==================== design 1
==> design_1/clk_routes.png <==
Scale: 4 px per um.
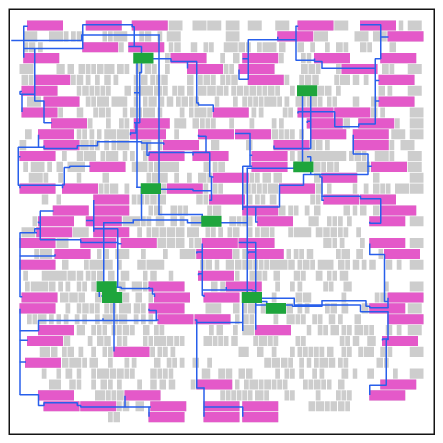

**config.mk**
```make
export PLATFORM = sky130hd
export DESIGN_NAME = servo_pulse_meter_flat
export DESIGN_NICKNAME = d
export VERILOG_FILES = /design/src/rtl/servo_pulse_meter_if.sv /design/src/rtl/servo_pulse_meter.sv /design/src/flat_wrapper.sv
export SDC_FILE = /design/constraint.sdc
export NUM_CORES = 1
export LEC_CHECK = 0
export ABC_AREA = 1
export CAP_MARGIN = 10
export CORE_MARGIN = 2
export CORE_UTILIZATION = 59
export CTS_BUF_LIST = sky130_fd_sc_hd__clkbuf_4 sky130_fd_sc_hd__clkbuf_8 sky130_fd_sc_hd__clkbuf_16
export CTS_CLUSTER_DIAMETER = 50
export CTS_CLUSTER_SIZE = 25
export DETAILED_ROUTE_END_ITERATION = 6
export PLACE_DENSITY = 0.76
export SLEW_MARGIN = 10
export SYNTH_ARGS = -nofsm -noshare
export SYNTH_HDL_FRONTEND = slang
export SYNTH_SLANG_ARGS = --single-unit
```
**constraint.sdc**
```tcl
create_clock -name clk -period 4.35 [get_ports clk]
set_input_delay 0.435 -clock clk [delete_from_list [all_inputs] [get_ports clk]]
set_output_delay 0.435 -clock clk [all_outputs]
set_load 0.01 [all_outputs]
```
**src/rtl/servo_pulse_meter_if.sv**
```systemverilog
// Servo pulse meter bus: PWM input plus the measured width/period/status outputs.
// Latency: none (wires only).
// Backpressure: none; the result strobe is fire-and-forget.
interface servo_pulse_meter_if;
  logic        pwm_in;
  logic [19:0] pulse_width;
  logic [19:0] period;
  logic        valid;
  logic        range_err;
  logic        no_signal;

  // Stimulus / consumer side
  modport master (
    output pwm_in,
    input  pulse_width, period, valid, range_err, no_signal
  );

  // Meter side
  modport slave (
    input  pwm_in,
    output pulse_width, period, valid, range_err, no_signal
  );
endinterface

```
**src/rtl/servo_pulse_meter.sv**
```systemverilog
// Measures servo PWM high time and rise-to-rise period in clock cycles, with range and loss-of-signal flags.
// Latency: pin edge to internal edge is 3 cycles; results publish on the rise that closes each full frame.
// Backpressure: none; valid is a one-cycle strobe and results hold until the next strobe.
module servo_pulse_meter #(
  parameter int MIN_WIDTH      = 25000,
  parameter int MAX_WIDTH      = 125000,
  parameter int TIMEOUT_CYCLES = 2000000
) (
  input logic                clk,
  input logic                rst,
  servo_pulse_meter_if.slave bus
);

  typedef enum logic [1:0] {S_ARM, S_WAIT_RISE, S_HIGH, S_LOW} state_t;

  localparam logic [19:0] MIN_W   = 20'(MIN_WIDTH);
  localparam logic [19:0] MAX_W   = 20'(MAX_WIDTH);
  localparam logic [20:0] TO_LAST = 21'(TIMEOUT_CYCLES - 1);

  state_t      state_q, state_d;
  logic        sync1_q, sync1_d;
  logic        sync2_q, sync2_d;
  logic        edge_q, edge_d;
  logic [1:0]  fill_q, fill_d;
  logic [19:0] hi_cnt_q, hi_cnt_d;
  logic [19:0] per_cnt_q, per_cnt_d;
  logic [20:0] to_cnt_q, to_cnt_d;
  logic [19:0] pulse_width_q, pulse_width_d;
  logic [19:0] period_q, period_d;
  logic        valid_q, valid_d;
  logic        range_err_q, range_err_d;
  logic        no_signal_q, no_signal_d;

  logic s, rise, fall, timeout;

  function automatic logic [19:0] sat_inc(input logic [19:0] v);
    return (v == 20'hFFFFF) ? v : v + 20'd1;
  endfunction

  // State and datapath registers; everything returns to zero / S_ARM on reset
  always_ff @(posedge clk or posedge rst) begin
    if (rst) begin
      state_q       <= S_ARM;
      sync1_q       <= 1'b0;
      sync2_q       <= 1'b0;
      edge_q        <= 1'b0;
      fill_q        <= 2'b00;
      hi_cnt_q      <= '0;
      per_cnt_q     <= '0;
      to_cnt_q      <= '0;
      pulse_width_q <= '0;
      period_q      <= '0;
      valid_q       <= 1'b0;
      range_err_q   <= 1'b0;
      no_signal_q   <= 1'b0;
    end else begin
      state_q       <= state_d;
      sync1_q       <= sync1_d;
      sync2_q       <= sync2_d;
      edge_q        <= edge_d;
      fill_q        <= fill_d;
      hi_cnt_q      <= hi_cnt_d;
      per_cnt_q     <= per_cnt_d;
      to_cnt_q      <= to_cnt_d;
      pulse_width_q <= pulse_width_d;
      period_q      <= period_d;
      valid_q       <= valid_d;
      range_err_q   <= range_err_d;
      no_signal_q   <= no_signal_d;
    end
  end

  // Synchronizer, edge detect, measurement FSM and timeout watchdog
  always_comb begin
    sync1_d       = bus.pwm_in;
    sync2_d       = sync1_q;
    edge_d        = sync2_q;
    // fill_q[1] marks that s now reflects a pin sample taken after reset,
    // so S_ARM cannot mistake the reset value of the synchronizer for a low.
    fill_d        = {fill_q[0], 1'b1};
    state_d       = state_q;
    hi_cnt_d      = hi_cnt_q;
    per_cnt_d     = per_cnt_q;
    to_cnt_d      = to_cnt_q + 21'd1;
    pulse_width_d = pulse_width_q;
    period_d      = period_q;
    valid_d       = 1'b0;
    range_err_d   = range_err_q;
    no_signal_d   = no_signal_q;

    s       = sync2_q;
    rise    = s & ~edge_q;
    fall    = ~s & edge_q;
    timeout = ~(rise | fall) & (to_cnt_q == TO_LAST);

    if (rise | fall) begin
      to_cnt_d = '0;
    end

    case (state_q)
      S_ARM: begin
        if (fill_q[1] && !s) begin
          state_d = S_WAIT_RISE;
        end
      end
      S_WAIT_RISE: begin
        if (rise) begin
          state_d   = S_HIGH;
          hi_cnt_d  = 20'd1;
          per_cnt_d = 20'd1;
        end
      end
      S_HIGH: begin
        per_cnt_d = sat_inc(per_cnt_q);
        if (fall) begin
          state_d = S_LOW;
        end else begin
          hi_cnt_d = sat_inc(hi_cnt_q);
        end
      end
      S_LOW: begin
        if (rise) begin
          valid_d       = 1'b1;
          pulse_width_d = hi_cnt_q;
          period_d      = per_cnt_q;
          range_err_d   = (hi_cnt_q < MIN_W) | (hi_cnt_q > MAX_W);
          no_signal_d   = 1'b0;
          hi_cnt_d      = 20'd1;
          per_cnt_d     = 20'd1;
          state_d       = S_HIGH;
        end else begin
          per_cnt_d = sat_inc(per_cnt_q);
        end
      end
      default: state_d = S_ARM;
    endcase

    // A silent line drops the partial frame; a stuck-high line must re-arm
    // so the next published frame starts from a clean rise.
    if (timeout) begin
      no_signal_d = 1'b1;
      to_cnt_d    = '0;
      hi_cnt_d    = '0;
      per_cnt_d   = '0;
      state_d     = s ? S_ARM : S_WAIT_RISE;
    end
  end

  assign bus.pulse_width = pulse_width_q;
  assign bus.period      = period_q;
  assign bus.valid       = valid_q;
  assign bus.range_err   = range_err_q;
  assign bus.no_signal   = no_signal_q;

endmodule
```
**src/flat_wrapper.sv**
```systemverilog
// flat-port wrapper written by rule: the top's interface ports become plain ports
module servo_pulse_meter_flat 
#(
  parameter int MIN_WIDTH      = 25000,
  parameter int MAX_WIDTH      = 125000,
  parameter int TIMEOUT_CYCLES = 2000000
)
  (clk, rst, bus_pwm_in, bus_pulse_width, bus_period, bus_valid, bus_range_err, bus_no_signal);
  servo_pulse_meter_if bus_i ();
  input logic clk;
  input logic rst;
  input wire logic [$bits(bus_i.pwm_in)-1:0] bus_pwm_in;
  output wire logic [$bits(bus_i.pulse_width)-1:0] bus_pulse_width;
  output wire logic [$bits(bus_i.period)-1:0] bus_period;
  output wire logic [$bits(bus_i.valid)-1:0] bus_valid;
  output wire logic [$bits(bus_i.range_err)-1:0] bus_range_err;
  output wire logic [$bits(bus_i.no_signal)-1:0] bus_no_signal;
  assign bus_i.pwm_in = bus_pwm_in;
  assign bus_pulse_width = bus_i.pulse_width;
  assign bus_period = bus_i.period;
  assign bus_valid = bus_i.valid;
  assign bus_range_err = bus_i.range_err;
  assign bus_no_signal = bus_i.no_signal;
  servo_pulse_meter #(.MIN_WIDTH(MIN_WIDTH), .MAX_WIDTH(MAX_WIDTH), .TIMEOUT_CYCLES(TIMEOUT_CYCLES)) u_core (.clk(clk), .rst(rst), .bus(bus_i));
endmodule
```
==================== design 2
$ cat src/rtl/apb_ss_initiator_if.sv
// Command, response and APB signal bundle for the APB subsystem initiator.
// Pure wiring with no logic and no added latency.
// Flow control is carried by cmd_valid/cmd_ready, rsp_valid/rsp_ready and PREADY.
interface apb_ss_initiator_if #(
  parameter int ADDR_W = 32,
  parameter int DATA_W = 32
);
  // command channel
  logic              cmd_valid;
  logic              cmd_ready;
  logic [ADDR_W-1:0] cmd_addr;
  logic [DATA_W-1:0] cmd_wdata;
  logic              cmd_write;
  // response channel
  logic              rsp_valid;
  logic              rsp_ready;
  logic [DATA_W-1:0] rsp_rdata;
  logic              rsp_err;
  logic              rsp_timeout;
  // APB requester port
  logic [ADDR_W-1:0] PADDR;
  logic              PSEL;
  logic              PENABLE;
  logic              PWRITE;
  logic [DATA_W-1:0] PWDATA;
  logic [DATA_W-1:0] PRDATA;
  logic              PREADY;
  logic              PSLVERR;

  // initiator side: accepts commands, returns responses, drives APB
  modport master (
    input  cmd_valid, cmd_addr, cmd_wdata, cmd_write, rsp_ready,
    input  PRDATA, PREADY, PSLVERR,
    output cmd_ready, rsp_valid, rsp_rdata, rsp_err, rsp_timeout,
    output PADDR, PSEL, PENABLE, PWRITE, PWDATA
  );

  // environment side: issues commands, consumes responses, acts as APB completer
  modport slave (
    output cmd_valid, cmd_addr, cmd_wdata, cmd_write, rsp_ready,
    output PRDATA, PREADY, PSLVERR,
    input  cmd_ready, rsp_valid, rsp_rdata, rsp_err, rsp_timeout,
    input  PADDR, PSEL, PENABLE, PWRITE, PWDATA
  );
endinterface

$ cat src/rtl/apb_ss_initiator.sv
// APB initiator: one valid/ready command becomes one APB SETUP+ACCESS transfer, with a bounded wait-state timeout.
// Latency is 3 cycles from command handshake to rsp_valid when there are no wait states; one transfer is outstanding at a time.
// cmd_ready is low from acceptance until the cycle after the response handshake; rsp_* are held until rsp_ready.
module apb_ss_initiator #(
  parameter int ADDR_W  = 32,
  parameter int DATA_W  = 32,
  parameter int TIMEOUT = 16
) (
  input  logic               clk_in,
  input  logic               reset_int,
  apb_ss_initiator_if.master bus,
  output logic               busy
);

  // When TIMEOUT is 0 the counter is never compared, so a single bit is kept to avoid a zero-width vector.
  localparam int CNT_W = (TIMEOUT > 0) ? $clog2(TIMEOUT + 1) : 1;
  localparam logic [CNT_W-1:0] CNT_MAX  = {CNT_W{1'b1}};
  localparam logic [CNT_W-1:0] CNT_LAST = (TIMEOUT > 0) ? CNT_W'(TIMEOUT - 1) : '0;

  typedef enum logic [1:0] {
    S_IDLE   = 2'd0,
    S_SETUP  = 2'd1,
    S_ACCESS = 2'd2,
    S_RESP   = 2'd3
  } state_t;

  state_t            state_q, state_d;
  logic [CNT_W-1:0]  cnt_q, cnt_d;
  logic [ADDR_W-1:0] paddr_q, paddr_d;
  logic [DATA_W-1:0] pwdata_q, pwdata_d;
  logic              pwrite_q, pwrite_d;
  logic              psel_q, psel_d;
  logic              penable_q, penable_d;
  logic              rsp_valid_q, rsp_valid_d;
  logic [DATA_W-1:0] rsp_rdata_q, rsp_rdata_d;
  logic              rsp_err_q, rsp_err_d;
  logic              rsp_tmo_q, rsp_tmo_d;

  // State and registered outputs; reset drops any in-flight transfer or pending response.
  always_ff @(posedge clk_in or negedge reset_int) begin
    if (!reset_int) begin
      state_q     <= S_IDLE;
      cnt_q       <= '0;
      paddr_q     <= '0;
      pwdata_q    <= '0;
      pwrite_q    <= 1'b0;
      psel_q      <= 1'b0;
      penable_q   <= 1'b0;
      rsp_valid_q <= 1'b0;
      rsp_rdata_q <= '0;
      rsp_err_q   <= 1'b0;
      rsp_tmo_q   <= 1'b0;
    end else begin
      state_q     <= state_d;
      cnt_q       <= cnt_d;
      paddr_q     <= paddr_d;
      pwdata_q    <= pwdata_d;
      pwrite_q    <= pwrite_d;
      psel_q      <= psel_d;
      penable_q   <= penable_d;
      rsp_valid_q <= rsp_valid_d;
      rsp_rdata_q <= rsp_rdata_d;
      rsp_err_q   <= rsp_err_d;
      rsp_tmo_q   <= rsp_tmo_d;
    end
  end

  // Next-state logic: everything holds by default, so APB address/data stay quiet in IDLE and RESP.
  always_comb begin
    state_d     = state_q;
    cnt_d       = cnt_q;
    paddr_d     = paddr_q;
    pwdata_d    = pwdata_q;
    pwrite_d    = pwrite_q;
    psel_d      = psel_q;
    penable_d   = penable_q;
    rsp_valid_d = rsp_valid_q;
    rsp_rdata_d = rsp_rdata_q;
    rsp_err_d   = rsp_err_q;
    rsp_tmo_d   = rsp_tmo_q;
    case (state_q)
      S_IDLE: begin
        if (bus.cmd_valid) begin
          paddr_d   = bus.cmd_addr;
          pwdata_d  = bus.cmd_wdata;
          pwrite_d  = bus.cmd_write;
          psel_d    = 1'b1;
          penable_d = 1'b0;
          state_d   = S_SETUP;
        end
      end
      S_SETUP: begin
        penable_d = 1'b1;
        cnt_d     = '0;
        state_d   = S_ACCESS;
      end
      S_ACCESS: begin
        // PREADY is checked first so a completion on the last allowed cycle beats the timeout.
        if (bus.PREADY) begin
          rsp_rdata_d = pwrite_q ? '0 : bus.PRDATA;
          rsp_err_d   = bus.PSLVERR;
          rsp_tmo_d   = 1'b0;
          rsp_valid_d = 1'b1;
          psel_d      = 1'b0;
          penable_d   = 1'b0;
          state_d     = S_RESP;
        end else if ((TIMEOUT != 0) && (cnt_q == CNT_LAST)) begin
          // Abort drops PSEL mid-ACCESS; rsp_timeout tells the requester why.
          rsp_rdata_d = '0;
          rsp_err_d   = 1'b1;
          rsp_tmo_d   = 1'b1;
          rsp_valid_d = 1'b1;
          psel_d      = 1'b0;
          penable_d   = 1'b0;
          state_d     = S_RESP;
        end else if (cnt_q != CNT_MAX) begin
          cnt_d = cnt_q + 1'b1;
        end
      end
      S_RESP: begin
        if (bus.rsp_ready) begin
          rsp_valid_d = 1'b0;
          state_d     = S_IDLE;
        end
      end
      default: state_d = S_IDLE;
    endcase
  end

  // cmd_ready is gated by reset so nothing is accepted while reset is held.
  assign bus.cmd_ready   = (state_q == S_IDLE) && reset_int;
  assign busy            = (state_q != S_IDLE);
  assign bus.PADDR       = paddr_q;
  assign bus.PWDATA      = pwdata_q;
  assign bus.PWRITE      = pwrite_q;
  assign bus.PSEL        = psel_q;
  assign bus.PENABLE     = penable_q;
  assign bus.rsp_valid   = rsp_valid_q;
  assign bus.rsp_rdata   = rsp_rdata_q;
  assign bus.rsp_err     = rsp_err_q;
  assign bus.rsp_timeout = rsp_tmo_q;

endmodule

$ cat src/flat_wrapper.sv
// flat-port wrapper written by rule: the top's interface ports become plain ports
module apb_ss_initiator_flat 
#(
  parameter int ADDR_W  = 32,
  parameter int DATA_W  = 32,
  parameter int TIMEOUT = 16
)
  (clk_in, reset_int, busy, bus_cmd_valid, bus_cmd_addr, bus_cmd_wdata, bus_cmd_write, bus_rsp_ready, bus_PRDATA, bus_PREADY, bus_PSLVERR, bus_cmd_ready, bus_rsp_valid, bus_rsp_rdata, bus_rsp_err, bus_rsp_timeout, bus_PADDR, bus_PSEL, bus_PENABLE, bus_PWRITE, bus_PWDATA);
  apb_ss_initiator_if #(.ADDR_W(ADDR_W), .DATA_W(DATA_W)) bus_i ();
  input  logic clk_in;
  input  logic reset_int;
  output logic busy;
  input wire logic [$bits(bus_i.cmd_valid)-1:0] bus_cmd_valid;
  input wire logic [$bits(bus_i.cmd_addr)-1:0] bus_cmd_addr;
  input wire logic [$bits(bus_i.cmd_wdata)-1:0] bus_cmd_wdata;
  input wire logic [$bits(bus_i.cmd_write)-1:0] bus_cmd_write;
  input wire logic [$bits(bus_i.rsp_ready)-1:0] bus_rsp_ready;
  input wire logic [$bits(bus_i.PRDATA)-1:0] bus_PRDATA;
  input wire logic [$bits(bus_i.PREADY)-1:0] bus_PREADY;
  input wire logic [$bits(bus_i.PSLVERR)-1:0] bus_PSLVERR;
  output wire logic [$bits(bus_i.cmd_ready)-1:0] bus_cmd_ready;
  output wire logic [$bits(bus_i.rsp_valid)-1:0] bus_rsp_valid;
  output wire logic [$bits(bus_i.rsp_rdata)-1:0] bus_rsp_rdata;
  output wire logic [$bits(bus_i.rsp_err)-1:0] bus_rsp_err;
  output wire logic [$bits(bus_i.rsp_timeout)-1:0] bus_rsp_timeout;
  output wire logic [$bits(bus_i.PADDR)-1:0] bus_PADDR;
  output wire logic [$bits(bus_i.PSEL)-1:0] bus_PSEL;
  output wire logic [$bits(bus_i.PENABLE)-1:0] bus_PENABLE;
  output wire logic [$bits(bus_i.PWRITE)-1:0] bus_PWRITE;
  output wire logic [$bits(bus_i.PWDATA)-1:0] bus_PWDATA;
  assign bus_i.cmd_valid = bus_cmd_valid;
  assign bus_i.cmd_addr = bus_cmd_addr;
  assign bus_i.cmd_wdata = bus_cmd_wdata;
  assign bus_i.cmd_write = bus_cmd_write;
  assign bus_i.rsp_ready = bus_rsp_ready;
  assign bus_i.PRDATA = bus_PRDATA;
  assign bus_i.PREADY = bus_PREADY;
  assign bus_i.PSLVERR = bus_PSLVERR;
  assign bus_cmd_ready = bus_i.cmd_ready;
  assign bus_rsp_valid = bus_i.rsp_valid;
  assign bus_rsp_rdata = bus_i.rsp_rdata;
  assign bus_rsp_err = bus_i.rsp_err;
  assign bus_rsp_timeout = bus_i.rsp_timeout;
  assign bus_PADDR = bus_i.PADDR;
  assign bus_PSEL = bus_i.PSEL;
  assign bus_PENABLE = bus_i.PENABLE;
  assign bus_PWRITE = bus_i.PWRITE;
  assign bus_PWDATA = bus_i.PWDATA;
  apb_ss_initiator #(.ADDR_W(ADDR_W), .DATA_W(DATA_W), .TIMEOUT(TIMEOUT)) u_core (.clk_in(clk_in), .reset_int(reset_int), .bus(bus_i), .busy(busy));
endmodule
$ cat config.mk
export PLATFORM = sky130hd
export DESIGN_NAME = apb_ss_initiator_flat
export DESIGN_NICKNAME = d
export VERILOG_FILES = /design/src/rtl/apb_ss_initiator_if.sv /design/src/rtl/apb_ss_initiator.sv /design/src/flat_wrapper.sv
export SDC_FILE = /design/constraint.sdc
export NUM_CORES = 1
export LEC_CHECK = 0
export CAP_MARGIN = 40
export CORE_ASPECT_RATIO = 1.25
export CORE_MARGIN = 8
export CORE_UTILIZATION = 25
export CTS_BUF_LIST = sky130_fd_sc_hd__clkbuf_8 sky130_fd_sc_hd__clkbuf_16
export DETAILED_ROUTE_END_ITERATION = 8
export MAX_ROUTING_LAYER = met4
export PLACE_DENSITY_LB_ADDON = 0.25
export SYNTH_ARGS = -nofsm -noshare
export SYNTH_HDL_FRONTEND = slang
export SYNTH_SLANG_ARGS = --single-unit
export TNS_END_PERCENT = 30
$ cat constraint.sdc
create_clock -name clk_in -period 2.2 [get_ports clk_in]
set_input_delay 0.44 -clock clk_in [delete_from_list [all_inputs] [get_ports clk_in]]
set_output_delay 0.44 -clock clk_in [all_outputs]
set_load 0.05 [all_outputs]
==================== design 3
## config.mk

```make
export PLATFORM = sky130hd
export DESIGN_NAME = clk_delay_line
export DESIGN_NICKNAME = d
export VERILOG_FILES = /design/src/rtl/clk_delay_line.sv
export SDC_FILE = /design/constraint.sdc
export NUM_CORES = 1
export LEC_CHECK = 0
export CORE_UTILIZATION = 64
export CTS_CLUSTER_SIZE = 12
export DETAILED_ROUTE_END_ITERATION = 10
export GPL_TIMING_DRIVEN = 0
export PLACE_DENSITY = 0.84
export SYNTH_ARGS = -nofsm -noshare
export SYNTH_HDL_FRONTEND = slang
export SYNTH_SLANG_ARGS = --single-unit
```

## constraint.sdc

```tcl
create_clock -name iCLK -period 6.8 [get_ports iCLK]
set_clock_uncertainty 0.2 [all_clocks]
set_input_delay 1.36 -clock iCLK [delete_from_list [all_inputs] [get_ports iCLK]]
set_output_delay 1.36 -clock iCLK [all_outputs]
set_load 0.03 [all_outputs]
```

## src/rtl/clk_delay_line.sv

```systemverilog
// -----------------------------------------------------------------------------
// clk_delay_line
//
// Run-time programmable cycle-delay line. It aligns D8M camera pixel and sync
// streams with each other and with downstream pipeline latency. A sample
// presented on one enabled iCLK cycle reappears on oDATA a programmable number
// of enabled cycles later. The storage is a circular buffer and the output is
// registered. A small two-state machine tracks the refill that follows a reset
// or a delay reload, so consumers know when oDATA can be trusted again.
//
// Parameters:
//   WIDTH          bits per sample
//   MAX_DEPTH      largest delay in enabled cycles (power of two, >= 2)
//   DEFAULT_DELAY  delay in effect after reset (0..MAX_DEPTH)
//
// Ports:
//   iCLK         in   clock, all logic on the rising edge
//   iRST_N       in   synchronous active-low reset
//   iEN          in   clock enable; the line advances only when 1
//   iDATA        in   [WIDTH-1:0] input sample
//   iDELAY       in   [clog2(MAX_DEPTH):0] requested delay, sampled on load
//   iDELAY_LOAD  in   single-cycle request to apply iDELAY
//   oDATA        out  [WIDTH-1:0] delayed sample (registered)
//   oVALID       out  oDATA is the sample from exactly oDELAY_CUR enabled
//                     cycles earlier
//   oBUSY        out  refill in progress after reset or reload
//   oDELAY_CUR   out  [clog2(MAX_DEPTH):0] delay currently in effect
//
// Handshake: there is no back-pressure. oVALID qualifies oDATA on every cycle.
// A consumer takes oDATA on a rising edge only when oVALID is 1. Both outputs
// hold their values while iEN is 0.
//
// Build option (macro CLK_DELAY_LINE_ZERO_FILL_EN):
//   defined   - oDATA is forced to 0 whenever the registered oVALID is 0
//   undefined - oDATA always carries the buffer read (or bypass) value, even
//               when invalid; oVALID and oBUSY timing does not change
// -----------------------------------------------------------------------------
module clk_delay_line #(
    parameter int WIDTH         = 10,
    parameter int MAX_DEPTH     = 16,
    parameter int DEFAULT_DELAY = 4
) (
    input  logic                         iCLK,
    input  logic                         iRST_N,
    input  logic                         iEN,
    input  logic [WIDTH-1:0]             iDATA,
    input  logic [$clog2(MAX_DEPTH):0]   iDELAY,
    input  logic                         iDELAY_LOAD,
    output logic [WIDTH-1:0]             oDATA,
    output logic                         oVALID,
    output logic                         oBUSY,
    output logic [$clog2(MAX_DEPTH):0]   oDELAY_CUR
);

    // AW addresses the buffer. DW can also hold the value MAX_DEPTH itself,
    // which both the delay and the fill count need.
    localparam int AW = $clog2(MAX_DEPTH);
    localparam int DW = AW + 1;

    localparam logic [DW-1:0] MAX_D = DW'(MAX_DEPTH);
    localparam logic [DW-1:0] DEF_D = DW'(DEFAULT_DELAY);

    typedef enum logic {
        ST_RELOAD = 1'b0,   // refilling; oBUSY asserted
        ST_RUN    = 1'b1    // steady state; output valid every enabled cycle
    } state_t;

    // ---------------------------------------------------------------------
    // State
    // ---------------------------------------------------------------------
    state_t             state_q,     state_d;
    logic [AW-1:0]      wr_ptr_q,    wr_ptr_d;
    logic [DW-1:0]      fill_q,      fill_d;
    logic [DW-1:0]      cur_delay_q, cur_delay_d;
    logic [WIDTH-1:0]   data_q,      data_d;
    logic               valid_q,     valid_d;
    logic               busy_q,      busy_d;

    // Sample storage. It is not reset: fill_q guarantees that stale slots are
    // never flagged valid.
    logic [WIDTH-1:0]   mem_q [MAX_DEPTH];

    // ---------------------------------------------------------------------
    // Datapath helpers
    // ---------------------------------------------------------------------
    logic [AW-1:0]      rd_idx;
    logic [WIDTH-1:0]   rd_data;
    logic               fill_ok;
    logic [DW-1:0]      load_delay;
    logic               mem_we;

    // Modulo-MAX_DEPTH subtraction comes from truncation. For a delay of
    // MAX_DEPTH the low bits are zero, so the read hits the slot that this
    // same edge is about to overwrite. The memory is read before the write,
    // so that slot still holds the sample from MAX_DEPTH cycles ago.
    assign rd_idx     = wr_ptr_q - cur_delay_q[AW-1:0];

    // A zero delay bypasses the buffer, leaving a single register stage.
    assign rd_data    = (cur_delay_q == '0) ? iDATA : mem_q[rd_idx];

    // The fill count is taken before the increment. The slot being read
    // holds a post-load sample only once at least cur_delay samples have
    // been written since the last reset or reload.
    assign fill_ok    = (fill_q >= cur_delay_q);

    // Requests larger than the buffer saturate to the deepest usable delay.
    assign load_delay = (iDELAY > MAX_D) ? MAX_D : iDELAY;

    // ---------------------------------------------------------------------
    // Next-state logic
    // ---------------------------------------------------------------------
    always_comb begin
        state_d     = state_q;
        wr_ptr_d    = wr_ptr_q;
        fill_d      = fill_q;
        cur_delay_d = cur_delay_q;
        data_d      = data_q;
        valid_d     = valid_q;
        busy_d      = busy_q;
        mem_we      = 1'b0;

        // Writing and pointer movement depend only on the enable. A reload
        // on an enabled cycle still stores that sample, so the stream stays
        // continuous across the reload.
        if (iEN) begin
            mem_we   = 1'b1;
            wr_ptr_d = wr_ptr_q + AW'(1);
        end

        if (iDELAY_LOAD) begin
            // The reload wins over normal counting. The sample written on
            // this cycle is deliberately left out of fill.
            cur_delay_d = load_delay;
            fill_d      = '0;
            valid_d     = 1'b0;
            busy_d      = 1'b1;
            state_d     = ST_RELOAD;
            if (iEN) begin
                data_d = rd_data;
            end
        end else if (iEN) begin
            data_d  = rd_data;
            valid_d = fill_ok;
            fill_d  = (fill_q == MAX_D) ? fill_q : (fill_q + DW'(1));

            case (state_q)
                ST_RELOAD: begin
                    // Leave the refill on the same edge that oVALID rises.
                    if (fill_ok) begin
                        state_d = ST_RUN;
                        busy_d  = 1'b0;
                    end
                end
                ST_RUN: begin
                    state_d = ST_RUN;
                end
                default: begin
                    state_d = ST_RELOAD;
                    busy_d  = 1'b1;
                end
            endcase
        end

`ifdef CLK_DELAY_LINE_ZERO_FILL_EN
        // Consumers never see stale or pre-refill data.
        if (!valid_d) begin
            data_d = '0;
        end
`endif
    end

    // ---------------------------------------------------------------------
    // Registers
    // ---------------------------------------------------------------------
    always_ff @(posedge iCLK) begin
        if (!iRST_N) begin
            state_q     <= ST_RELOAD;
            wr_ptr_q    <= '0;
            fill_q      <= '0;
            cur_delay_q <= DEF_D;
            data_q      <= '0;
            valid_q     <= 1'b0;
            // With a zero default delay there is nothing to refill, so the
            // busy flag stays low. The next enabled cycle moves the FSM to
            // RUN without changing it.
            busy_q      <= (DEFAULT_DELAY != 0);
        end else begin
            state_q     <= state_d;
            wr_ptr_q    <= wr_ptr_d;
            fill_q      <= fill_d;
            cur_delay_q <= cur_delay_d;
            data_q      <= data_d;
            valid_q     <= valid_d;
            busy_q      <= busy_d;
        end
    end

    // The buffer write ignores reset. Its contents stay masked by fill_q
    // until they have been rewritten.
    always_ff @(posedge iCLK) begin
        if (mem_we) begin
            mem_q[wr_ptr_q] <= iDATA;
        end
    end

    // ---------------------------------------------------------------------
    // Outputs
    // ---------------------------------------------------------------------
    assign oDATA      = data_q;
    assign oVALID     = valid_q;
    assign oBUSY      = busy_q;
    assign oDELAY_CUR = cur_delay_q;

endmodule
```

==================== design 4
==> config.mk <==
export PLATFORM = sky130hd
export DESIGN_NAME = dds_sweep_ctrl
export DESIGN_NICKNAME = d
export VERILOG_FILES = /design/src/rtl/dds_sweep_ctrl.sv
export SDC_FILE = /design/constraint.sdc
export NUM_CORES = 1
export LEC_CHECK = 0
export CAP_MARGIN = 20
export CORE_ASPECT_RATIO = 1.1
export CORE_MARGIN = 3
export CORE_UTILIZATION = 45
export CTS_CLUSTER_SIZE = 16
export DETAILED_ROUTE_END_ITERATION = 7
export GPL_TIMING_DRIVEN = 0
export PLACE_DENSITY = 0.69
export SLEW_MARGIN = 20
export SYNTH_ARGS = -nofsm -noshare
export SYNTH_HDL_FRONTEND = slang
export SYNTH_SLANG_ARGS = --single-unit
==> constraint.sdc <==
create_clock -name clk -period 4.27 [get_ports clk]
set_input_delay 0.427 -clock clk [delete_from_list [all_inputs] [get_ports clk]]
set_output_delay 0.427 -clock clk [all_outputs]
set_load 0.01 [all_outputs]
==> src/rtl/dds_sweep_ctrl.sv <==
// Frequency-sweep controller feeding Fword/Pword to the DDS core: steps from f_start to f_stop
// with a programmable dwell per point. Optional SWEEP_DOWN_EN adds downward sweeps.
module dds_sweep_ctrl #(
    parameter int DWELL_W = 16
) (
    input  logic               clk,
    input  logic               rst_n,
    input  logic               start,
    input  logic               abort,
    input  logic               mode,
    input  logic [31:0]        f_start,
    input  logic [31:0]        f_stop,
    input  logic [31:0]        f_step,
    input  logic [DWELL_W-1:0] dwell,
    input  logic [11:0]        p_word,
    output logic [31:0]        Fword,
    output logic [11:0]        Pword,
    output logic               busy,
    output logic               done,
    output logic               wrap,
    output logic [1:0]         dbg_state
);

    typedef enum logic [1:0] {
        IDLE  = 2'd0,
        SWEEP = 2'd1,
        LAST  = 2'd2
    } state_t;

    state_t             state;
    logic               start_q;
    logic [DWELL_W-1:0] cnt;

    logic [31:0]        sh_start;
    logic [31:0]        sh_stop;
    logic [31:0]        sh_step;
    logic [DWELL_W-1:0] sh_dwell;
    logic               sh_mode;
    logic [11:0]        sh_pword;

    logic [32:0]        sum_up;
    logic               up_clamp;
    logic [31:0]        next_word;
    logic               next_clamp;
    logic               restart_last;
    logic               dwell_end;

    localparam logic [DWELL_W-1:0] CNT_ONE = {{(DWELL_W-1){1'b0}}, 1'b1};

    assign dbg_state = state;
    assign dwell_end = (cnt == sh_dwell);

    // Up-step at 33 bits so a wrap past 2^32 is seen as a carry and clamps to f_stop.
    assign sum_up   = {1'b0, Fword} + {1'b0, sh_step};
    assign up_clamp = sum_up[32] || (sum_up[31:0] >= sh_stop);

`ifdef SWEEP_DOWN_EN
    logic [32:0] diff_dn;
    logic        dn_clamp;
    logic        sweep_down;

    assign diff_dn      = {1'b0, Fword} - {1'b0, sh_step};
    assign dn_clamp     = diff_dn[32] || (diff_dn[31:0] <= sh_stop);
    assign sweep_down   = (sh_start > sh_stop);
    assign restart_last = (sh_start == sh_stop);

    always_comb begin
        next_word  = sum_up[31:0];
        next_clamp = up_clamp;
        if (sweep_down) begin
            next_word  = diff_dn[31:0];
            next_clamp = dn_clamp;
        end
    end
`else
    assign restart_last = (sh_start >= sh_stop);

    always_comb begin
        next_word  = sum_up[31:0];
        next_clamp = up_clamp;
    end
`endif

    // start is a level request: it is accepted only in IDLE with abort low, the config is
    // captured on that edge, and the sweep begins one edge later (start_q marks the gap).
    always_ff @(posedge clk) begin
        if (!rst_n) begin
            state    <= IDLE;
            start_q  <= 1'b0;
            cnt      <= '0;
            Fword    <= '0;
            Pword    <= '0;
            busy     <= 1'b0;
            done     <= 1'b0;
            wrap     <= 1'b0;
            sh_start <= '0;
            sh_stop  <= '0;
            sh_step  <= '0;
            sh_dwell <= '0;
            sh_mode  <= 1'b0;
            sh_pword <= '0;
        end else begin
            done <= 1'b0;
            wrap <= 1'b0;
            if (abort) begin
                state   <= IDLE;
                start_q <= 1'b0;
                busy    <= 1'b0;
                cnt     <= '0;
            end else begin
                case (state)
                    IDLE: begin
                        start_q <= start && !start_q;
                        if (start && !start_q) begin
                            sh_start <= f_start;
                            sh_stop  <= f_stop;
                            sh_step  <= f_step;
                            sh_dwell <= dwell;
                            sh_mode  <= mode;
                            sh_pword <= p_word;
                        end
                        if (start_q) begin
                            Pword <= sh_pword;
                            busy  <= 1'b1;
                            cnt   <= '0;
                            if (restart_last) begin
                                Fword <= sh_stop;
                                state <= LAST;
                            end else begin
                                Fword <= sh_start;
                                state <= SWEEP;
                            end
                        end
                    end
                    SWEEP: begin
                        if (dwell_end) begin
                            cnt <= '0;
                            if (next_clamp) begin
                                Fword <= sh_stop;
                                state <= LAST;
                            end else begin
                                Fword <= next_word;
                            end
                        end else begin
                            cnt <= cnt + CNT_ONE;
                        end
                    end
                    LAST: begin
                        if (dwell_end) begin
                            cnt <= '0;
                            if (!sh_mode) begin
                                state <= IDLE;
                                busy  <= 1'b0;
                                done  <= 1'b1;
                            end else begin
                                wrap <= 1'b1;
                                if (restart_last) begin
                                    Fword <= sh_stop;
                                    state <= LAST;
                                end else begin
                                    Fword <= sh_start;
                                    state <= SWEEP;
                                end
                            end
                        end else begin
                            cnt <= cnt + CNT_ONE;
                        end
                    end
                    default: begin
                        state <= IDLE;
                        busy  <= 1'b0;
                    end
                endcase
            end
        end
    end

endmodule
==> design_3/clocks.png <==
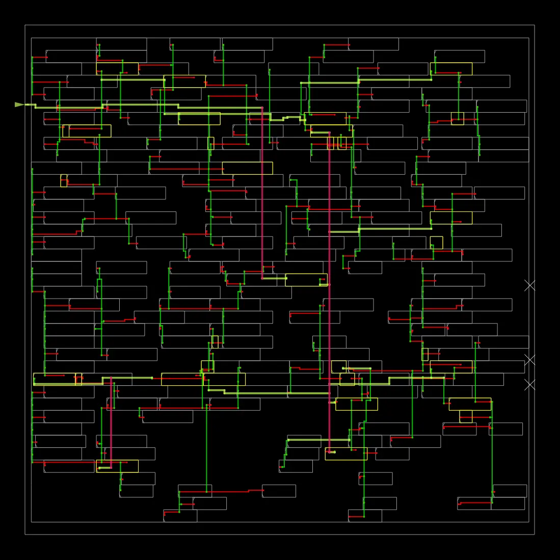
CLK BUF: 18
Clock Sinks: 187
worst skew pair latency: 0.43 ns
CTS Buf Count: 17
flop count: 187

==> flow_summary_export.csv, design 3 <==
group,metric,value,unit
run_status,status,"complete, but fails checks",
run_status,violations,"DRC",
clock_tree,cts_setup_buffers,0,
sta,setup_viol,0,
power,vdd.ir_drop.worst,302,uV
worst_setup_path,path_buffers,1,
detailed_routing,drc,3,
floorplan,dieArea,12500,um^2
worst_setup_path,rr_endpoint,"oDATA[3]",
power,pg_clk,0.898,mW
power,intPower,1.91,mW
place,post_dp_cell_area,8200,um^2
yosys,synthAoiAreaFrac,3.12,%
global_route,grt_usage,27.1,%
cells_and_area,drive_gt1_share,13.5,%
yosys,yosys_warnings,0,
sta,hold_viol,0,
sta,hold-worst-slack,0.291,ns
detailed_routing,postRouteAntennaNets,0,
job,maxCapViolations,0,
global_route,grt-ovfl-total,0,
floorplan,tapcell.inserted,143,
==> design 3: sequential cells by signal (all words and copies together) (netlist names) <==
register / count
oDATA: 10
state_q: 1
fill_q: 5
oVALID: 1
oBUSY: 1
wr_ptr_q: 4
mem_q: 160
oDELAY_CUR: 5
==> design 3: routing by layer <==
layer / track usage, % / vias to the layer above / share of wire (%)
li1: - / 1764 / -
met1: 35.4 / 2038 / 40
met2: 44.2 / 151 / 50
met3: 7.40 / 30 / 7.3
met4: 10.1 / 0 / 2.5
met5: 0 / - / 0
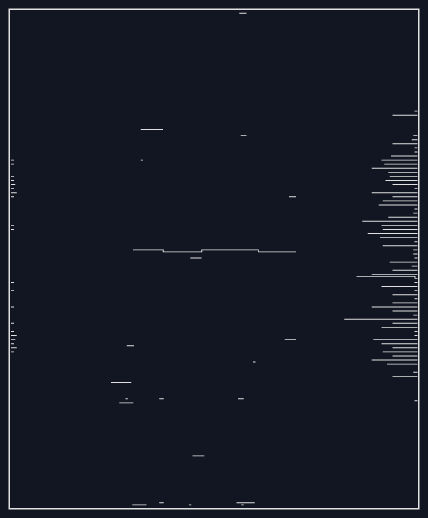
(design_2/layer_met3.png)
Scale: 3 px per um.
nets with wire on the layer = 91
main direction = horizontal
wire length on this layer = 614 um

==> flow_summary_export.csv, design 2 <==
group,metric,value,unit
sta,tightestPinTransition,0.633,ns
sta,hold-worst-slack,0.159,ns
floorplan,chipWidth,136,um
cells_and_area,drive_gt1_share,18.3,%
worst_setup_path,criticalPathCategory,"reg -> out",
power,combPwrFrac,60.5,%
cells_and_area,clockNetworkAreaShare,3.90,%
yosys,top_cells_by_count,"dfrtp_1 (109), mux2_4 (40), nand2_1 (39)",
cells_and_area,sh_seq_area,38.3,%
sta,fmax,0.479,GHz
clock_tree,cts.clk_slew.worst_paths,0.07,ns
power,p_sw,6.04,mW
worst_setup_path,slowest_delay,0.85,ns
power,power_density,1800,nW/um^2
worst_setup_path,worstPathRequired,1.76,ns
detailed_routing,routed_wl,13.0,mm
yosys,yosys-stat-area,4500,um^2
floorplan,row_count,55,
place,dp_cells,736,
cells_and_area,nFillCells,1732,
cells_and_area,combGateArea,1640,um^2
run_status,status,"completed",
[design 2: worst min path at each step]
stage / start / endpoint / slack [ns] / cells past startpoint
floorplan: reset_int / u_core.bus.PADDR[0] / 0.14 / 0
global placement: u_core.bus.rsp_rdata[26] / u_core.bus.rsp_rdata[26] / 0.46 / 2
detailed placement: u_core.bus.rsp_rdata[28] / u_core.bus.rsp_rdata[28] / 0.47 / 2
CTS: reset_int / u_core.cnt_q[3] / 0.21 / 2
global route: reset_int / u_core.bus.PENABLE / 0.18 / 2
finish: reset_int / u_core.cnt_q[3] / 0.16 / 2
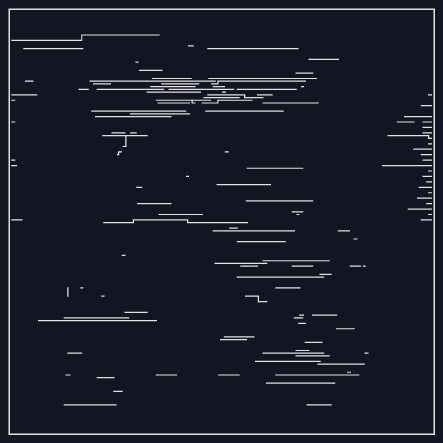
(design_1/layer_met3.png)
Scale: 4 px per um.
wire length on this layer = 979 um
main direction = horizontal

About design_1/clk_routes.png:
magenta -> flip-flops  # count 111
green -> clock drivers  # count 9
blue -> clock wires  # length 1290 um
routed clock nets = 10
clock-net power: 0.646 mW
clock network power share: 26.9%
clock skew: 0.0107 ns
worst skew pair latency: 0.37 ns

==> flow_summary_export.csv, design 1 <==
group,metric,value,unit
cells_and_area,final-seq-area,2780,um^2
worst_hold_path,hp-class,"reg -> reg",
sta,slew_headroom,29.4,%
run_status,status,"completed",
worst_hold_path,hold_end,"u_core.fill_q[1]",
yosys,synthSimpleGateAreaFrac,36.5,%
clock_tree,clockBufferDepth,2,
floorplan,dieArea,11200,um^2
worst_setup_path,critPathCaptureType,"register",
sta,tightestPinTransition,1.06,ns
worst_setup_path,crit_family,"simple AND/OR/NAND/NOR gates",
yosys,yosysTopAreaCell,"dfrtp_1",
power,switching_share,33.8,%
power,combPwrFrac,23.3,%
yosys,yosys-stat-area,6120,um^2
yosys,synth_nets,830,
-- design 1: layout make-up --
cell class	count	area share [%]
Timing Repair Buffer	47	6.82
Multi-Input combinational cell	600	42.0
Clock buffer	10	2.02
Inverter	89	5.00
Sequential cell	111	40.7
Tap cell	136	2.49
Clock inverter	6	0.989
-- design 1: stage by stage --
stage	setup WS [ns]	instances	hold slack [ns]
global placement	2.10	983	0.335
CTS	1.94	999	0.361
floorplan	0.984	821	0.331
detailed placement	1.97	983	0.337
finish	1.96	999	0.357
global route	1.66	999	0.376
==> design_4/wires.png <==
Scale: 1.5 px per um.
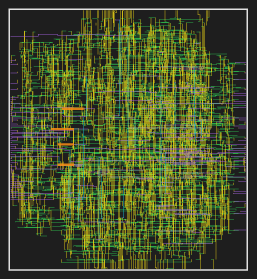
orange -> metal 5  # wire length 45.1 um
purple -> metal 3  # wire length 2610 um
green -> metal 1  # wire length 15300 um
yellow -> metal 2  # wire length 17600 um
cyan -> metal 4  # wire length 708 um

==> flow_summary_export.csv, design 4 <==
group,metric,value,unit
run_status,status,"completed",
cells_and_area,sequential_cell_total,191,
cells_and_area,clockNetworkAreaShare,4.06,%
detailed_routing,wl_met1,15.3,mm
floorplan,tapcell.inserted,310,
yosys,netlist.area_leader.share,33.5,%
clock_tree,clockBufferDepth,2,
worst_setup_path,cp_max_fo,5,
cells_and_area,final-seq-area,3830,um^2
cells_and_area,num-nonclk-inverters,51,
cells_and_area,sh_seq_area,25.7,%
detailed_routing,drtIter0Drc,758,
power,p_total,5.44,mW
worst_setup_path,cp.arrival,4.63,ns
yosys,ys_seq_elements,191,
cells_and_area,nonClkBufAreaFrac,15.4,%
place,hpwlAfterDp,27.6,mm
worst_hold_path,holdPathStages,2,
yosys,ys_sh_mux,1.50,%
floorplan,fp_util,46.1,%
sta,timing.final.ws_setup,0.00321,ns
detailed_routing,wl_per_cell,18.6,um
design 4: report_power, final:
| group | leakage [nW] | switching [mW] | internal, mW |
|---|---|---|---|
| Sequential | 1.56 | 0.124 | 1.90 |
| Combinational | 3.87 | 1.02 | 0.739 |
| Clock | 0.287 | 0.816 | 0.842 |
| Total | 5.72 | 1.96 | 3.48 |
design 4: timing repair:
item                                    CTS  global route
cloned                                    0             1
gates resized                            49            67
endpoints found under the setup margin   34            34
buffers inserted                         10            10
pin swaps                                18            31
hold buffers                              0             0

==> screenshots <==
Logic cells by family.
image #1
Scale: 1.5 px per um.
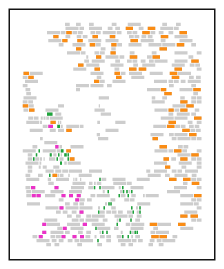
image #2
Scale: 1.5 px per um.
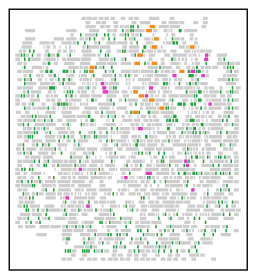
image #3
Scale: 2 px per um.
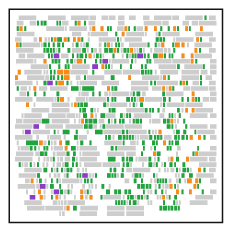
image #4
Scale: 2 px per um.
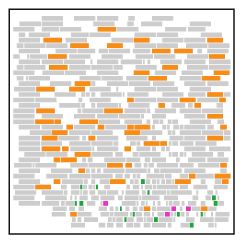
image #3: design 1
image #1: design 2
image #2: design 4
image #4: design 3
The one with the fewest cells is image #4.


==================== design 5
### src/rtl/dmem_arb_pkg.sv
// rtl/dmem_arb_pkg.sv - shared types and default sizes for the data-memory arbiter
package dmem_arb_pkg;

    localparam int DEF_ADDR_W     = 5;
    localparam int DEF_DATA_W     = 32;
    localparam int DEF_STARVE_MAX = 4;

    // Which port a read issued last cycle belongs to
    typedef enum logic [1:0] {
        OWN_NONE = 2'd0,
        OWN_P0   = 2'd1,
        OWN_P1   = 2'd2
    } owner_e;

    // Arbitration priority state
    typedef enum logic {
        P0_PRI = 1'b0,
        P1_PRI = 1'b1
    } arb_state_e;

endpackage

### src/rtl/dmem_arbiter.sv
// rtl/dmem_arbiter.sv - two-port arbiter in front of a synchronous-read data memory
module dmem_arbiter
    import dmem_arb_pkg::*;
#(
    parameter int ADDR_W     = DEF_ADDR_W,
    parameter int DATA_W     = DEF_DATA_W,
    parameter int STARVE_MAX = DEF_STARVE_MAX
) (
    input  logic              clk_i,
    input  logic              reset_i,

    input  logic              p0_req_i,
    input  logic              p0_we_i,
    input  logic [ADDR_W-1:0] p0_addr_i,
    input  logic [DATA_W-1:0] p0_wdata_i,
    output logic              p0_stall_o,
    output logic              p0_rvalid_o,
    output logic [DATA_W-1:0] p0_rdata_o,

    input  logic              p1_valid_i,
    output logic              p1_ready_o,
    input  logic              p1_we_i,
    input  logic [ADDR_W-1:0] p1_addr_i,
    input  logic [DATA_W-1:0] p1_wdata_i,
    output logic              p1_rvalid_o,
    output logic [DATA_W-1:0] p1_rdata_o,

    output logic              mem_wr_valid_o,
    output logic [ADDR_W-1:0] mem_wr_addr_o,
    output logic [DATA_W-1:0] mem_wr_data_o,
    output logic              mem_rd_valid_o,
    output logic [ADDR_W-1:0] mem_rd_addr_o,
    input  logic [DATA_W-1:0] mem_rd_data_i
);

    localparam int CNT_W = (STARVE_MAX < 2) ? 1 : $clog2(STARVE_MAX + 1);
    localparam logic [CNT_W-1:0] CNT_LAST = CNT_W'(STARVE_MAX - 1);

    arb_state_e       state, state_nx;
    logic [CNT_W-1:0] starve_cnt, starve_cnt_nx;
    owner_e           owner, owner_nx;
    logic             grant_p0, grant_p1;

    // Grant selection; reset suppresses every grant so nothing reaches memory
    always_comb begin
        grant_p0 = 1'b0;
        grant_p1 = 1'b0;
        if (reset_i) begin
            if (state == P1_PRI) begin
                grant_p1 = p1_valid_i;
                grant_p0 = p0_req_i & ~p1_valid_i;
            end else begin
                grant_p0 = p0_req_i;
                grant_p1 = p1_valid_i & ~p0_req_i;
            end
        end
    end

    // Next priority state and starvation count; port 1 gets one forced slot
    always_comb begin
        state_nx      = state;
        starve_cnt_nx = starve_cnt;
        if (state == P1_PRI) begin
            state_nx      = P0_PRI;
            starve_cnt_nx = '0;
        end else if (p1_valid_i && !grant_p1) begin
            if (starve_cnt == CNT_LAST) begin
                state_nx      = P1_PRI;
                starve_cnt_nx = '0;
            end else begin
                starve_cnt_nx = starve_cnt + CNT_W'(1);
            end
        end else begin
            starve_cnt_nx = '0;
        end
    end

    // Memory command mux and owner of the read being issued this cycle
    always_comb begin
        mem_wr_valid_o = 1'b0;
        mem_rd_valid_o = 1'b0;
        mem_wr_addr_o  = '0;
        mem_rd_addr_o  = '0;
        mem_wr_data_o  = '0;
        owner_nx       = OWN_NONE;
        if (grant_p0) begin
            mem_wr_valid_o = p0_we_i;
            mem_rd_valid_o = ~p0_we_i;
            mem_wr_addr_o  = p0_addr_i;
            mem_rd_addr_o  = p0_addr_i;
            mem_wr_data_o  = p0_wdata_i;
            owner_nx       = p0_we_i ? OWN_NONE : OWN_P0;
        end else if (grant_p1) begin
            mem_wr_valid_o = p1_we_i;
            mem_rd_valid_o = ~p1_we_i;
            mem_wr_addr_o  = p1_addr_i;
            mem_rd_addr_o  = p1_addr_i;
            mem_wr_data_o  = p1_wdata_i;
            owner_nx       = p1_we_i ? OWN_NONE : OWN_P1;
        end
    end

    // State, starvation counter and read-owner registers
    always_ff @(posedge clk_i or negedge reset_i) begin
        if (!reset_i) begin
            state      <= P0_PRI;
            starve_cnt <= '0;
            owner      <= OWN_NONE;
        end else begin
            state      <= state_nx;
            starve_cnt <= starve_cnt_nx;
            owner      <= owner_nx;
        end
    end

    // Port handshakes and read return routed by the registered owner
    always_comb begin
        p0_stall_o  = p0_req_i & ~grant_p0 & reset_i;
        p1_ready_o  = grant_p1;
        p0_rvalid_o = (owner == OWN_P0);
        p1_rvalid_o = (owner == OWN_P1);
        p0_rdata_o  = p0_rvalid_o ? mem_rd_data_i : '0;
        p1_rdata_o  = p1_rvalid_o ? mem_rd_data_i : '0;
    end

endmodule

### config.mk
export PLATFORM = sky130hd
export DESIGN_NAME = dmem_arbiter
export DESIGN_NICKNAME = d
export VERILOG_FILES = /design/src/rtl/dmem_arb_pkg.sv /design/src/rtl/dmem_arbiter.sv
export SDC_FILE = /design/constraint.sdc
export NUM_CORES = 1
export LEC_CHECK = 0
export CORE_MARGIN = 8
export CORE_UTILIZATION = 21
export DETAILED_ROUTE_END_ITERATION = 10
export PLACE_DENSITY = 0.95
export REMOVE_ABC_BUFFERS = 1
export SYNTH_ARGS = -nofsm -noshare
export SYNTH_HDL_FRONTEND = slang
export SYNTH_SLANG_ARGS = --single-unit
### constraint.sdc
create_clock -name clk_i -period 3.1 [get_ports clk_i]
set_clock_uncertainty 0.2 [all_clocks]
set_input_delay 0.62 -clock clk_i [delete_from_list [all_inputs] [get_ports clk_i]]
set_output_delay 0.62 -clock clk_i [all_outputs]
set_load 0.02 [all_outputs]
==> design_5/layer_met3.png <==
Scale: 4 px per um.
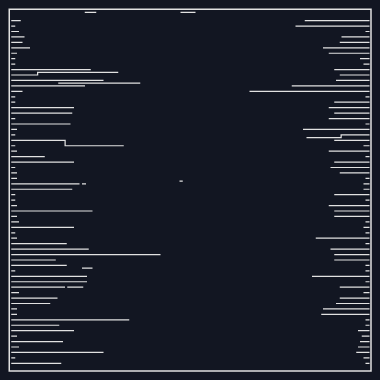
share of all routed wire = 12%
wire length on this layer = 1020 um
main direction = horizontal
nets with wire on the layer = 132

==> flow_summary_export.csv <==
group,metric,value,unit
sta,timing.final.ws_setup,0.104,ns
worst_hold_path,holdPathStages,1,
detailed_routing,first_pass_iters,4,
worst_setup_path,r2r_slack,1.59,ns
sta,slew_headroom,74.0,%
sta,min_period,3.00,ns
power,switching_share,33.6,%
clock_tree,clockBufferDepth,2,
place,post_dp_cell_area,3440,um^2
cells_and_area,combGateArea,875,um^2
worst_setup_path,critPathCaptureType,"output pin",
yosys,netlist.area_leader.share,35.9,%
yosys,ys_seq_elements,6,
detailed_routing,viasPerCell,4.50,
sta,fmax,0.334,GHz
cells_and_area,syn_to_final_growth,198,%
clock_tree,cts.clk_slew.worst_paths,0.03,ns
power,pg_clk,0.115,mW
clock_tree,clk_latency,0.22,ns
power,power_leakage,1.52,nW
floorplan,coreArea,5410,um^2
cells_and_area,nFillCells,460,
worst_setup_path,slowest_delay,0.52,ns
floorplan,chipWidth,90.0,um
yosys,syn_avg_cell_area,7.73,um^2
run_status,status,"completed",
detailed_routing,drtIter0Drc,42,
worst_setup_path,crit_family,"buffers and inverters",
==> design_5/wires.png <==
Scale: 3 px per um.
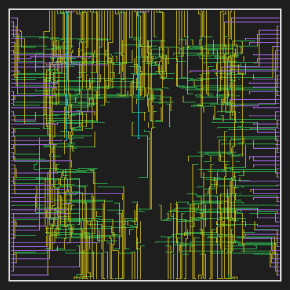
purple -> metal 3  # wire length 1020 um
green -> metal 1  # wire length 3140 um
cyan -> metal 4  # wire length 85.0 um
yellow -> metal 2  # wire length 4120 um
Total GRT Usage: 19.1%
Vias: 1961
drt wl/cell: 19.2 um

kinds of logic after synthesis:
group           synth area share, %
compound gates                 31.8
fa+ha+maj                      1.09
buf+inv                        11.6
flops                          13.0
simple gates                   42.4
worst max path at each step:
stage	start	to	slack [ns]	depth (start not counted)
floorplan	p0_req_i	mem_rd_addr_o[0]	0.24	3
global placement	reset_i	mem_wr_data_o[16]	-0.16	6
detailed placement	reset_i	mem_wr_data_o[16]	-0.17	6
CTS	reset_i	mem_wr_data_o[16]	0.09	6
global route	reset_i	mem_wr_addr_o[3]	0.004	6
finish	reset_i	mem_wr_addr_o[3]	0.10	6


==> screenshots <==
Clock nets.
(a)
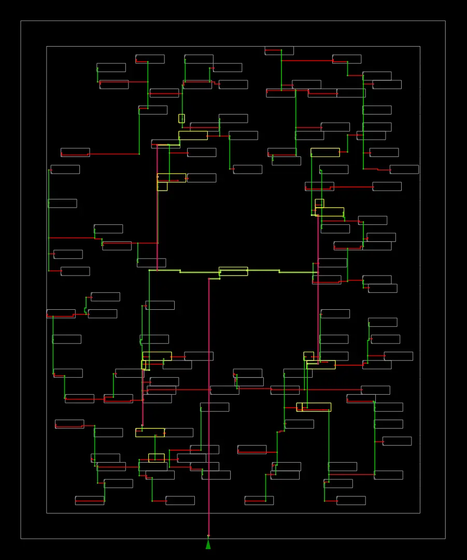
(b)
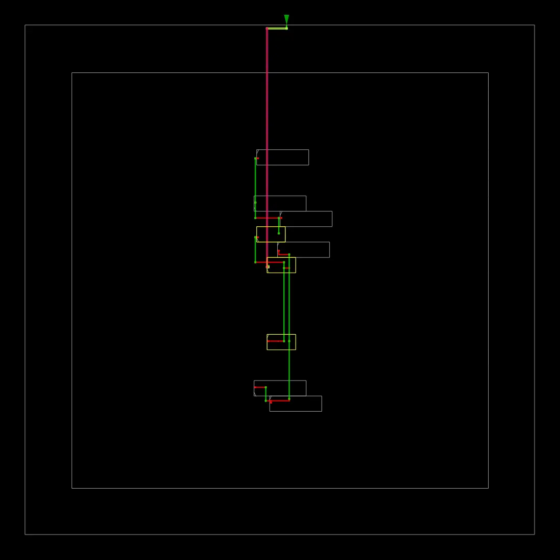
(c)
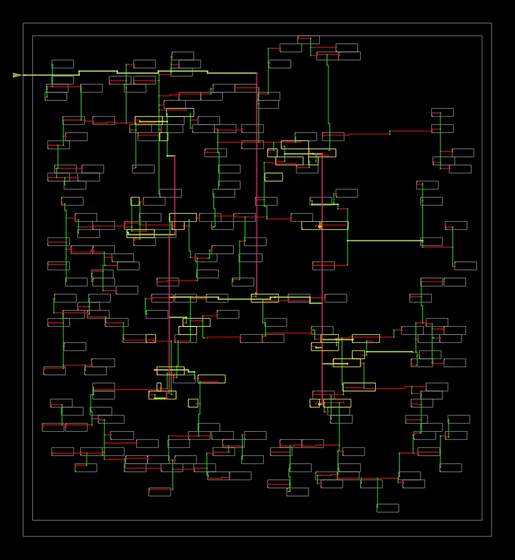
(d)
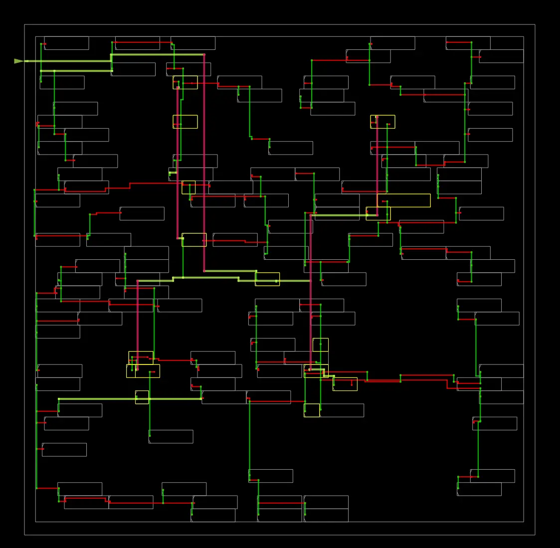
| from | picture |
|---|---|
| design 1 | (d) |
| design 4 | (c) |
| design 2 | (a) |
| design 5 | (b) |

No activity file was given, so power comes from the tool's default toggle rates.
